=== modulo_pago_flat ===
modulo_pago_flat, the metal 3 layer:
Bar = 20 um.
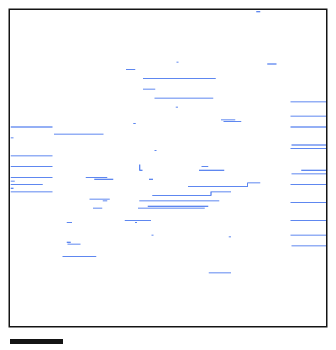

File: src/rtl/cafe_pkg.sv
// cafe_pkg: coin codes, denomination values, payment FSM encoding and prices shared with maquina_cafe.
// Revision 1.0
`default_nettype none

package cafe_pkg;

  localparam logic [2:0] MONEDA_25   = 3'b000;
  localparam logic [2:0] MONEDA_50   = 3'b001;
  localparam logic [2:0] MONEDA_100  = 3'b010;
  localparam logic [2:0] MONEDA_500  = 3'b011;
  localparam logic [2:0] MONEDA_1000 = 3'b100;
  localparam logic [2:0] MONEDA_2000 = 3'b101;

  localparam int VALOR_25   = 25;
  localparam int VALOR_50   = 50;
  localparam int VALOR_100  = 100;
  localparam int VALOR_500  = 500;
  localparam int VALOR_1000 = 1000;
  localparam int VALOR_2000 = 2000;

  typedef enum logic [1:0] {
    ESPERA     = 2'b00,
    COBRO      = 2'b01,
    PAGADO     = 2'b10,
    DEVOLUCION = 2'b11
  } estado_t;

  localparam int PRECIO_MAX            = 2500;
  localparam int VENTANA_PRECIO_CICLOS = 44;

  // Codes 110/111 map to zero; callers must qualify with the validity flag.
  function automatic int valor_moneda(input logic [2:0] codigo);
    case (codigo)
      MONEDA_25:   valor_moneda = VALOR_25;
      MONEDA_50:   valor_moneda = VALOR_50;
      MONEDA_100:  valor_moneda = VALOR_100;
      MONEDA_500:  valor_moneda = VALOR_500;
      MONEDA_1000: valor_moneda = VALOR_1000;
      MONEDA_2000: valor_moneda = VALOR_2000;
      default:     valor_moneda = 0;
    endcase
  endfunction

endpackage

`default_nettype wire

File: src/rtl/modulo_pago_if.sv
// modulo_pago_if: price/coin/refund signals between maquina_cafe, the coin mechanism and modulo_pago.
// Revision 1.0
`default_nettype none

interface modulo_pago_if #(
  parameter int ANCHO = 16
);
  logic [ANCHO-1:0] precio_real;
  logic             moneda_valida;
  logic [2:0]       moneda;
  logic             cancelar;
  logic             PAGO_RECIBIDO;
  logic [ANCHO-1:0] credito;
  logic [ANCHO-1:0] vuelto;
  logic             vuelto_valido;
  logic             moneda_rechazada;
  logic             ocupado;

  modport master (
    output precio_real, moneda_valida, moneda, cancelar,
    input  PAGO_RECIBIDO, credito, vuelto, vuelto_valido, moneda_rechazada, ocupado
  );

  modport slave (
    input  precio_real, moneda_valida, moneda, cancelar,
    output PAGO_RECIBIDO, credito, vuelto, vuelto_valido, moneda_rechazada, ocupado
  );
endinterface

`default_nettype wire

File: src/rtl/decodificador_moneda.sv
// decodificador_moneda: combinational map from 3-bit coin code to value and validity flag.
// Revision 1.0
`default_nettype none

module decodificador_moneda
  import cafe_pkg::*;
#(
  parameter int ANCHO = 16
) (
  input  logic [2:0]       codigo_i,
  output logic [ANCHO-1:0] valor_o,
  output logic             code_valido_o
);

  always_comb begin
    valor_o       = ANCHO'(valor_moneda(codigo_i));
    code_valido_o = (codigo_i <= MONEDA_2000);
  end

endmodule

`default_nettype wire

File: src/rtl/modulo_pago.sv
// modulo_pago: arms on a new price, accumulates credit, signals payment and returns change or refund.
// Revision 1.0
`default_nettype none

module modulo_pago
  import cafe_pkg::*;
#(
  parameter int TIMEOUT_CICLOS = 40,
  parameter int ANCHO          = 16
) (
  input  logic          clock,
  input  logic          reset,
  modulo_pago_if.slave  bus
);

  localparam int          TW          = $clog2(TIMEOUT_CICLOS);
  localparam logic [TW-1:0] TIMER_LIMITE = TW'(TIMEOUT_CICLOS - 1);

  estado_t          estado_q;
  logic [ANCHO-1:0] credito_q;
  logic [ANCHO-1:0] precio_reg_q;
  logic [TW-1:0]    timer_q;
  logic             precio_prev_nz_q;
  logic             pago_q;
  logic [ANCHO-1:0] vuelto_q;
  logic             vuelto_valido_q;
  logic             rechazada_q;
  logic             ocupado_q;

  logic [ANCHO-1:0] valor;
  logic             code_valido;
  logic             precio_nz;
  logic             armar;
  logic [ANCHO-1:0] credito_d;

  decodificador_moneda #(
    .ANCHO (ANCHO)
  ) u_decodificador (
    .codigo_i      (bus.moneda),
    .valor_o       (valor),
    .code_valido_o (code_valido)
  );

  // Arm only on the rising edge of "price pending" so a held price never re-arms.
  assign precio_nz = (bus.precio_real != '0);
  assign armar     = precio_nz && !precio_prev_nz_q;
  assign credito_d = credito_q + valor;

  always_ff @(posedge clock or negedge reset) begin
    if (!reset) begin
      estado_q         <= ESPERA;
      credito_q        <= '0;
      precio_reg_q     <= '0;
      timer_q          <= '0;
      precio_prev_nz_q <= 1'b0;
      pago_q           <= 1'b0;
      vuelto_q         <= '0;
      vuelto_valido_q  <= 1'b0;
      rechazada_q      <= 1'b0;
      ocupado_q        <= 1'b0;
    end else begin
      precio_prev_nz_q <= precio_nz;
      pago_q           <= 1'b0;
      vuelto_q         <= '0;
      vuelto_valido_q  <= 1'b0;
      rechazada_q      <= 1'b0;

      case (estado_q)
        ESPERA: begin
          credito_q   <= '0;
          rechazada_q <= bus.moneda_valida;
          if (armar) begin
            precio_reg_q <= bus.precio_real;
            timer_q      <= '0;
            estado_q     <= COBRO;
            ocupado_q    <= 1'b1;
          end
        end

        COBRO: begin
          if (bus.cancelar || !precio_nz) begin
            rechazada_q <= bus.moneda_valida;
            estado_q    <= DEVOLUCION;
          end else if (bus.moneda_valida && code_valido) begin
            credito_q <= credito_d;
            timer_q   <= '0;
            if (credito_d >= precio_reg_q) begin
              estado_q <= PAGADO;
            end
          end else begin
            // Invalid codes are returned but do not restart the inactivity window.
            rechazada_q <= bus.moneda_valida;
            if (timer_q == TIMER_LIMITE) begin
              estado_q <= DEVOLUCION;
            end else begin
              timer_q <= timer_q + 1'b1;
            end
          end
        end

        PAGADO: begin
          pago_q          <= 1'b1;
          vuelto_q        <= credito_q - precio_reg_q;
          vuelto_valido_q <= 1'b1;
          rechazada_q     <= bus.moneda_valida;
          credito_q       <= '0;
          estado_q        <= ESPERA;
          ocupado_q       <= 1'b0;
        end

        DEVOLUCION: begin
          vuelto_q        <= credito_q;
          vuelto_valido_q <= 1'b1;
          rechazada_q     <= bus.moneda_valida;
          credito_q       <= '0;
          estado_q        <= ESPERA;
          ocupado_q       <= 1'b0;
        end
      endcase
    end
  end

  assign bus.PAGO_RECIBIDO    = pago_q;
  assign bus.credito          = credito_q;
  assign bus.vuelto           = vuelto_q;
  assign bus.vuelto_valido    = vuelto_valido_q;
  assign bus.moneda_rechazada = rechazada_q;
  assign bus.ocupado          = ocupado_q;

endmodule

`default_nettype wire

File: src/flat_wrapper.sv
// flat-port wrapper written by rule: the top's interface ports become plain ports
module modulo_pago_flat import cafe_pkg::*;
#(
  parameter int TIMEOUT_CICLOS = 40,
  parameter int ANCHO          = 16
)
  (clock, reset, bus_precio_real, bus_moneda_valida, bus_moneda, bus_cancelar, bus_PAGO_RECIBIDO, bus_credito, bus_vuelto, bus_vuelto_valido, bus_moneda_rechazada, bus_ocupado);
  modulo_pago_if #(.ANCHO(ANCHO)) bus_i ();
  input  logic clock;
  input  logic reset;
  input wire logic [$bits(bus_i.precio_real)-1:0] bus_precio_real;
  input wire logic [$bits(bus_i.moneda_valida)-1:0] bus_moneda_valida;
  input wire logic [$bits(bus_i.moneda)-1:0] bus_moneda;
  input wire logic [$bits(bus_i.cancelar)-1:0] bus_cancelar;
  output wire logic [$bits(bus_i.PAGO_RECIBIDO)-1:0] bus_PAGO_RECIBIDO;
  output wire logic [$bits(bus_i.credito)-1:0] bus_credito;
  output wire logic [$bits(bus_i.vuelto)-1:0] bus_vuelto;
  output wire logic [$bits(bus_i.vuelto_valido)-1:0] bus_vuelto_valido;
  output wire logic [$bits(bus_i.moneda_rechazada)-1:0] bus_moneda_rechazada;
  output wire logic [$bits(bus_i.ocupado)-1:0] bus_ocupado;
  assign bus_i.precio_real = bus_precio_real;
  assign bus_i.moneda_valida = bus_moneda_valida;
  assign bus_i.moneda = bus_moneda;
  assign bus_i.cancelar = bus_cancelar;
  assign bus_PAGO_RECIBIDO = bus_i.PAGO_RECIBIDO;
  assign bus_credito = bus_i.credito;
  assign bus_vuelto = bus_i.vuelto;
  assign bus_vuelto_valido = bus_i.vuelto_valido;
  assign bus_moneda_rechazada = bus_i.moneda_rechazada;
  assign bus_ocupado = bus_i.ocupado;
  modulo_pago #(.TIMEOUT_CICLOS(TIMEOUT_CICLOS), .ANCHO(ANCHO)) u_core (.clock(clock), .reset(reset), .bus(bus_i));
endmodule
File: config.mk
export PLATFORM = sky130hd
export DESIGN_NAME = modulo_pago_flat
export DESIGN_NICKNAME = d
export VERILOG_FILES = /design/src/rtl/cafe_pkg.sv /design/src/rtl/modulo_pago_if.sv /design/src/rtl/decodificador_moneda.sv /design/src/rtl/modulo_pago.sv /design/src/flat_wrapper.sv
export SDC_FILE = /design/constraint.sdc
export NUM_CORES = 1
export LEC_CHECK = 0
export CORE_MARGIN = 10
export CORE_UTILIZATION = 47
export CTS_CLUSTER_DIAMETER = 40
export CTS_CLUSTER_SIZE = 8
export DETAILED_ROUTE_END_ITERATION = 8
export PLACE_DENSITY = 0.69
export SLEW_MARGIN = 20
export SYNTH_ARGS = -nofsm -noshare
export SYNTH_HDL_FRONTEND = slang
export SYNTH_HIERARCHICAL = 1
export SYNTH_SLANG_ARGS = --single-unit
File: constraint.sdc
create_clock -name clock -period 6.8 [get_ports clock]
set_clock_uncertainty 0.1 [all_clocks]
set_input_delay 2.04 -clock clock [delete_from_list [all_inputs] [get_ports clock]]
set_output_delay 2.04 -clock clock [all_outputs]
set_load 0.01 [all_outputs]
=== reorder_buffer ===
[src/rtl/reorder_buffer_pkg.sv]
// Shared constants and types for the reorder buffer: capacity, id widths,
// instruction kinds and per-entry metadata.
package reorder_buffer_pkg;

  localparam int ROB_CAP       = 16;
  localparam int ROB_INDEX_BIT = $clog2(ROB_CAP);

  typedef enum logic [1:0] {
    KIND_REG    = 2'd0,
    KIND_BRANCH = 2'd1,
    KIND_STORE  = 2'd2,
    KIND_OTHER  = 2'd3
  } rob_kind_e;

  typedef logic [ROB_INDEX_BIT-1:0]  rob_id_t;
  typedef logic [ROB_CAP-1:0][31:0]  rob_val_arr_t;

  typedef struct packed {
    logic [1:0]  kind;
    logic [4:0]  rd;
    logic        pred;
    logic [31:0] alt_pc;
  } rob_meta_t;

  localparam rob_id_t                ROB_ID_ONE   = {{(ROB_INDEX_BIT-1){1'b0}}, 1'b1};
  localparam logic [ROB_INDEX_BIT:0] ROB_CNT_ONE  = {{ROB_INDEX_BIT{1'b0}}, 1'b1};
  localparam logic [ROB_INDEX_BIT:0] ROB_CNT_FULL = (ROB_INDEX_BIT+1)'(ROB_CAP);

  function automatic rob_id_t rob_next(input rob_id_t id);
    return id + ROB_ID_ONE;
  endfunction

endpackage

[src/rtl/reorder_buffer_checker.sv]
// Protocol checks on the reorder buffer write-back interface.
module rob_wb_checker
  import reorder_buffer_pkg::*;
(
  input logic    clk_in,
  input logic    rst_n_in,
  input logic    rdy_in,
  input logic    rs_ready,
  input rob_id_t rs_rob_id,
  input logic    lsb_ready,
  input rob_id_t lsb_rob_id
);

  // RS and LSB must never write back the same entry in one cycle.
  a_wb_unique: assert property (@(posedge clk_in) disable iff (!rst_n_in)
    !(rdy_in && rs_ready && lsb_ready && (rs_rob_id == lsb_rob_id)));

endmodule

[src/rtl/reorder_buffer_query.sv]
// Operand lookup into the reorder buffer with same-cycle write-back bypass.
module rob_operand_query
  import reorder_buffer_pkg::*;
(
  input  logic               wb_en,
  input  rob_id_t            qry_id,
  input  logic [ROB_CAP-1:0] busy,
  input  logic [ROB_CAP-1:0] done,
  input  rob_val_arr_t       value,
  input  logic               rs_ready,
  input  rob_id_t            rs_rob_id,
  input  logic [31:0]        rs_result,
  input  logic               lsb_ready,
  input  rob_id_t            lsb_rob_id,
  input  logic [31:0]        lsb_result,
  output logic               qry_rdy,
  output logic [31:0]        qry_val
);

  logic w_rs_hit;
  logic w_lsb_hit;

  assign w_rs_hit  = wb_en && busy[qry_id] && rs_ready  && (rs_rob_id  == qry_id);
  assign w_lsb_hit = wb_en && busy[qry_id] && lsb_ready && (lsb_rob_id == qry_id);

  // Stored result, overridden by a write-back landing on the same entry this cycle.
  always_comb begin
    qry_rdy = 1'b0;
    qry_val = 32'd0;
    if (w_rs_hit) begin
      qry_rdy = 1'b1;
      qry_val = rs_result;
    end else if (w_lsb_hit) begin
      qry_rdy = 1'b1;
      qry_val = lsb_result;
    end else begin
      qry_rdy = busy[qry_id] && done[qry_id];
      qry_val = value[qry_id];
    end
  end

endmodule

[src/rtl/reorder_buffer.sv]
// Circular reorder buffer: allocates ids at issue, collects write-backs and
// retires in order, broadcasting commits and flushing on branch mispredict.
module reorder_buffer
  import reorder_buffer_pkg::*;
(
  input  logic        clk_in,
  input  logic        rst_n_in,
  input  logic        rdy_in,
  input  logic        issue_req,
  input  logic [1:0]  issue_kind,
  input  logic [4:0]  issue_rd,
  input  logic        issue_pred,
  input  logic [31:0] issue_alt_pc,
  output rob_id_t     issue_rob_id,
  output logic        full,
  input  rob_id_t     qry1_id,
  input  rob_id_t     qry2_id,
  output logic        qry1_rdy,
  output logic        qry2_rdy,
  output logic [31:0] qry1_val,
  output logic [31:0] qry2_val,
  input  logic        rs_ready,
  input  rob_id_t     rs_rob_id,
  input  logic [31:0] rs_result,
  input  logic        lsb_ready,
  input  rob_id_t     lsb_rob_id,
  input  logic [31:0] lsb_result,
  output logic        cdb_req,
  output rob_id_t     cdb_rob_id,
  output logic [31:0] cdb_val,
  output logic        rf_we,
  output logic [4:0]  rf_rd,
  output logic [31:0] rf_val,
  output rob_id_t     rf_rob_id,
  output logic        store_commit,
  output rob_id_t     store_rob_id,
  output logic        clear,
  output logic [31:0] clear_pc
);

  logic [ROB_CAP-1:0]     r_busy;
  logic [ROB_CAP-1:0]     r_done;
  rob_val_arr_t           r_value;
  rob_meta_t              r_meta [ROB_CAP];
  rob_id_t                r_head;
  rob_id_t                r_tail;
  logic [ROB_INDEX_BIT:0] r_count;
  logic                   r_full;

  rob_meta_t              w_head_meta;
  logic                   w_commit;
  logic                   w_mispredict;
  logic                   w_issue;
  logic [ROB_INDEX_BIT:0] w_next_count;

  assign w_head_meta  = r_meta[r_head];
  assign w_commit     = rdy_in && r_busy[r_head] && r_done[r_head];
  assign w_mispredict = w_commit && (w_head_meta.kind == KIND_BRANCH)
                        && (r_value[r_head][0] != w_head_meta.pred);
  // A commit frees the head slot, so a full buffer can still take an issue that cycle.
  assign w_issue      = rdy_in && issue_req && (!r_full || w_commit) && !w_mispredict;

  assign issue_rob_id = r_tail;
  assign full         = r_full;

  // Occupancy after this cycle's issue and commit.
  always_comb begin
    w_next_count = r_count;
    case ({w_issue, w_commit})
      2'b10:   w_next_count = r_count + ROB_CNT_ONE;
      2'b01:   w_next_count = r_count - ROB_CNT_ONE;
      default: w_next_count = r_count;
    endcase
  end

  // Entry storage and pointers; issue is applied last so it owns a slot freed this cycle.
  always_ff @(posedge clk_in or negedge rst_n_in) begin
    if (!rst_n_in) begin
      r_busy  <= '0;
      r_done  <= '0;
      r_value <= '0;
      r_head  <= '0;
      r_tail  <= '0;
      r_count <= '0;
      r_full  <= 1'b0;
      for (int i = 0; i < ROB_CAP; i++) begin
        r_meta[i] <= '0;
      end
    end else if (rdy_in) begin
      if (w_mispredict) begin
        r_busy  <= '0;
        r_done  <= '0;
        r_head  <= '0;
        r_tail  <= '0;
        r_count <= '0;
        r_full  <= 1'b0;
      end else begin
        if (w_commit) begin
          r_busy[r_head] <= 1'b0;
          r_done[r_head] <= 1'b0;
          r_head         <= rob_next(r_head);
        end
        if (rs_ready && r_busy[rs_rob_id]) begin
          r_value[rs_rob_id] <= rs_result;
          r_done[rs_rob_id]  <= 1'b1;
        end
        if (lsb_ready && r_busy[lsb_rob_id]) begin
          r_value[lsb_rob_id] <= lsb_result;
          r_done[lsb_rob_id]  <= 1'b1;
        end
        if (w_issue) begin
          r_busy[r_tail] <= 1'b1;
          r_done[r_tail] <= 1'b0;
          r_meta[r_tail] <= {issue_kind, issue_rd, issue_pred, issue_alt_pc};
          r_tail         <= rob_next(r_tail);
        end
        r_count <= w_next_count;
        r_full  <= (w_next_count == ROB_CNT_FULL);
      end
    end
  end

  // Commit outputs; pulses are recomputed every active cycle and held while stalled.
  always_ff @(posedge clk_in or negedge rst_n_in) begin
    if (!rst_n_in) begin
      cdb_req      <= 1'b0;
      cdb_rob_id   <= '0;
      cdb_val      <= 32'd0;
      rf_we        <= 1'b0;
      rf_rd        <= 5'd0;
      rf_val       <= 32'd0;
      rf_rob_id    <= '0;
      store_commit <= 1'b0;
      store_rob_id <= '0;
      clear        <= 1'b0;
      clear_pc     <= 32'd0;
    end else if (rdy_in) begin
      cdb_req      <= w_commit;
      rf_we        <= w_commit && (w_head_meta.kind == KIND_REG) && (w_head_meta.rd != 5'd0);
      store_commit <= w_commit && (w_head_meta.kind == KIND_STORE);
      clear        <= w_mispredict;
      if (w_commit) begin
        cdb_rob_id   <= r_head;
        cdb_val      <= r_value[r_head];
        rf_rd        <= w_head_meta.rd;
        rf_val       <= r_value[r_head];
        rf_rob_id    <= r_head;
        store_rob_id <= r_head;
      end
      if (w_mispredict) begin
        clear_pc <= w_head_meta.alt_pc;
      end
    end
  end

  rob_operand_query u_qry1 (
    .wb_en      (rdy_in),
    .qry_id     (qry1_id),
    .busy       (r_busy),
    .done       (r_done),
    .value      (r_value),
    .rs_ready   (rs_ready),
    .rs_rob_id  (rs_rob_id),
    .rs_result  (rs_result),
    .lsb_ready  (lsb_ready),
    .lsb_rob_id (lsb_rob_id),
    .lsb_result (lsb_result),
    .qry_rdy    (qry1_rdy),
    .qry_val    (qry1_val)
  );

  rob_operand_query u_qry2 (
    .wb_en      (rdy_in),
    .qry_id     (qry2_id),
    .busy       (r_busy),
    .done       (r_done),
    .value      (r_value),
    .rs_ready   (rs_ready),
    .rs_rob_id  (rs_rob_id),
    .rs_result  (rs_result),
    .lsb_ready  (lsb_ready),
    .lsb_rob_id (lsb_rob_id),
    .lsb_result (lsb_result),
    .qry_rdy    (qry2_rdy),
    .qry_val    (qry2_val)
  );

  rob_wb_checker u_chk (
    .clk_in     (clk_in),
    .rst_n_in   (rst_n_in),
    .rdy_in     (rdy_in),
    .rs_ready   (rs_ready),
    .rs_rob_id  (rs_rob_id),
    .lsb_ready  (lsb_ready),
    .lsb_rob_id (lsb_rob_id)
  );

endmodule

[config.mk]
export PLATFORM = sky130hd
export DESIGN_NAME = reorder_buffer
export DESIGN_NICKNAME = d
export VERILOG_FILES = /design/src/rtl/reorder_buffer_pkg.sv /design/src/rtl/reorder_buffer_checker.sv /design/src/rtl/reorder_buffer_query.sv /design/src/rtl/reorder_buffer.sv
export SDC_FILE = /design/constraint.sdc
export NUM_CORES = 2
export LEC_CHECK = 0
export CAP_MARGIN = 20
export CORE_UTILIZATION = 30
export CTS_CLUSTER_DIAMETER = 200
export DETAILED_ROUTE_END_ITERATION = 16
export GPL_TIMING_DRIVEN = 0
export SYNTH_ARGS = -nofsm -noshare
export SYNTH_HDL_FRONTEND = slang
export SYNTH_SLANG_ARGS = --single-unit
[constraint.sdc]
create_clock -name clk_in -period 10 [get_ports clk_in]
set_input_delay 2 -clock clk_in [delete_from_list [all_inputs] [get_ports clk_in]]
set_output_delay 2 -clock clk_in [all_outputs]
set_load 0.05 [all_outputs]
reorder_buffer, the metal 3 layer:
Bar = 100 um.
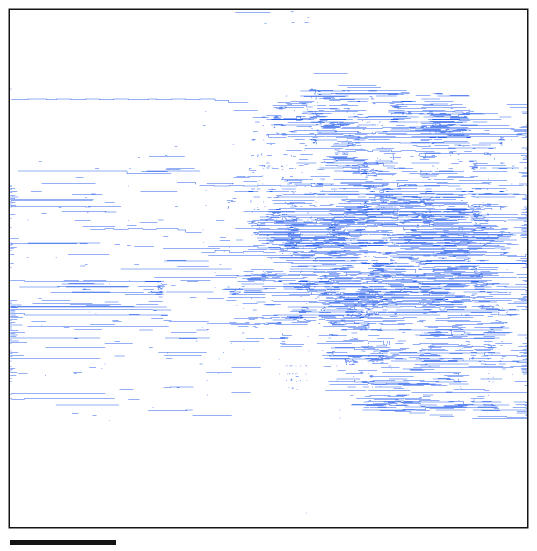
share of all routed wire: 13%
wire length on this layer: 38.0 mm
final WL: 295000 um
met3 Resource Use GR: 9.73%
vias: 55300

reorder_buffer, a small window of the routed layout:
Region (224, 126) to (264, 166) um. Cells in grey, sequential cells in the stronger grey; small squares are vias.
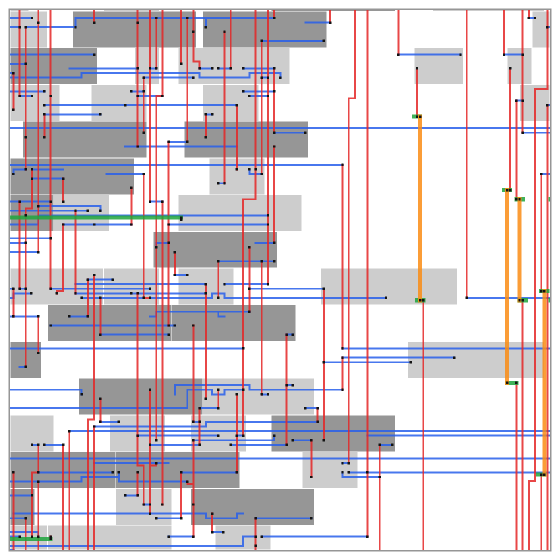
[met3] green
[met2] red
[met1] blue
[met4] orange
cells with their middle in the window: 40
netlist names of flops here include: r_meta (12)
sequential cells in the window: 14
most frequent: mux2_2 (14), dfrtp_1 (14), mux4_2 (3)

==> results.txt, reorder_buffer <==
impl run done, here's what came out: outcome=finished clean, Remaining DRCs=0, Setup Fix Bufs, Post-CTS=0, Fmax=~100 MHz, Gate power share=around 44%, Worst EP required=8.00 ns, CTS Buf Count=137, GR peak layer=met2, H-tree levels=4, Initial Util=a little under a third, R2R Path Start=r_head[1], worst hold stages=2, Cell Area, Synth=70900 sq um, global-route usage over all layers=24.4%, Biggest Area Class=combinational gates, clock slew at reported path FFs=~0.060 ns, CP Capture Point=qry1_val[30], fraction of area in clock buffers and inverters=5.64%, minimum clock period=roughly 10 ns, Rel. slew slack=a little under an eighth, Final WS setup=0.127 ns, core area=~240000 sq um, and+or+nand+nor area frac=2.93%, switching share of total power=a little under two fifths, Clock Tree Root=clkbuf_16, Reg with most FFs=r_meta, fin util=35.5%, setup TNS=0 ns
modulo_pago_flat, metal layers overlaid:
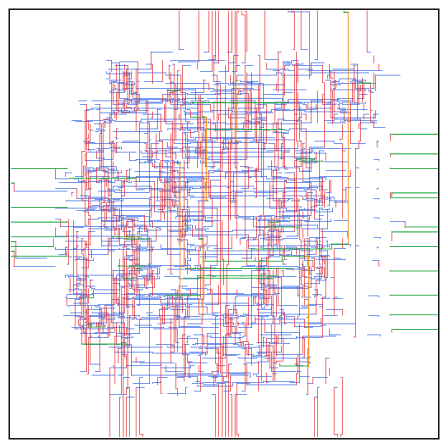
[met4] orange | wire length: 201 um
[met2] red | wire length: 5020 um
[met3] green | wire length: 552 um
[met1] blue | wire length: 5120 um
vias: 3726
final WL: 10900 um
DR WL/cell: 15.9 um
global-route usage over all layers: 15.5%

About 'the metal 3 layer' of modulo_pago_flat:
nets with wire on the layer: 45
longest straight run: 29.9 um
met3 Resource Use GR: 2.79%

==> results.txt, modulo_pago_flat <==
impl run done, here's what came out: outcome=finished clean, Remaining DRCs=0, worst endpoint data arrival time=6.19 ns, Resized cells post-CTS=0, io pins=slightly below 60, Top logic family=AND-OR/OR-AND gates, PD cells=152 nW/um^2, drt first-iter violations=~220, Detail Route Antenna Nets=0, critical path class=primary input to flop, clock power share=between 30% and 40%, Final WS setup=0.799 ns, count of tool warnings=32, Yosys warning total=6, final slew viol count=0, sequential cell count=61, worst path buffer plus inverter count=2, Max Cap Viol=0, HPWL after DPL=8700 um, flip-flops with a built-in enable=0, fin cells=686

==> notes/layouts.md <==
Pictures saved along the way, in no particular order.

Placed standard cells.
picture 1
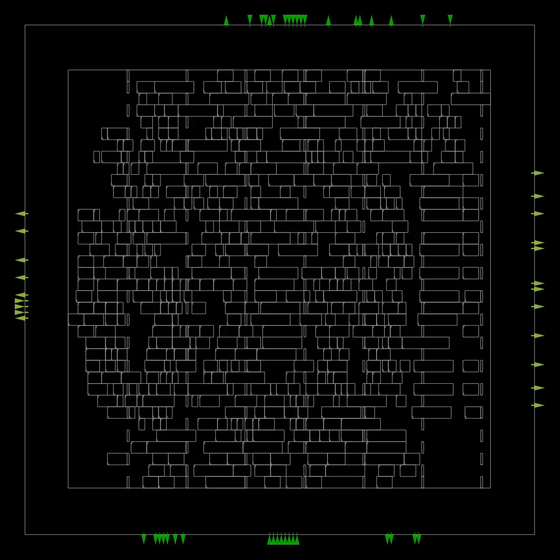
picture 2
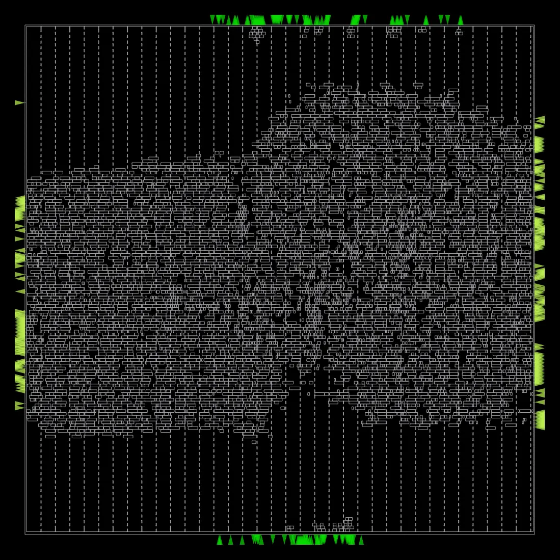
picture 2: reorder_buffer
picture 1: modulo_pago_flat



## Gallery

Routed clock nets over the placement.
Plate I
Bar = 20 um.
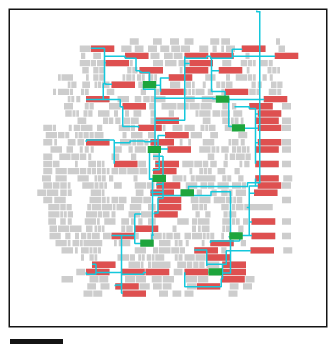
Plate II
Bar = 100 um.
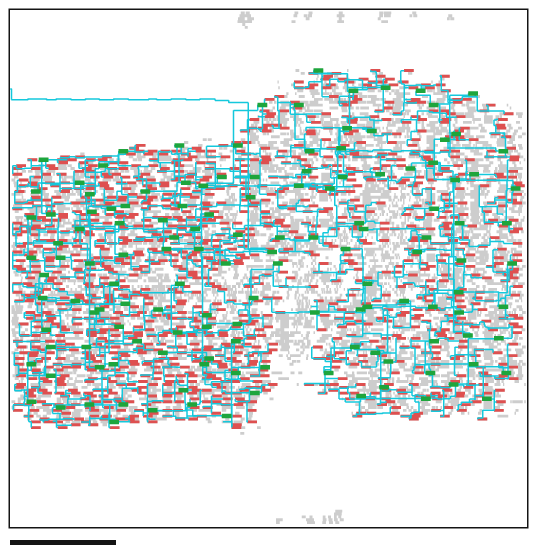
- reorder_buffer = Plate II
- modulo_pago_flat = Plate I

Key to Plate II:
[cells driving clock nets] green | count: 137
[flip-flops] red | count: 1275
[clock wires] cyan | length: 18600 um
routed clock nets: 138

No activity file was given, so power comes from the tool's default toggle rates.
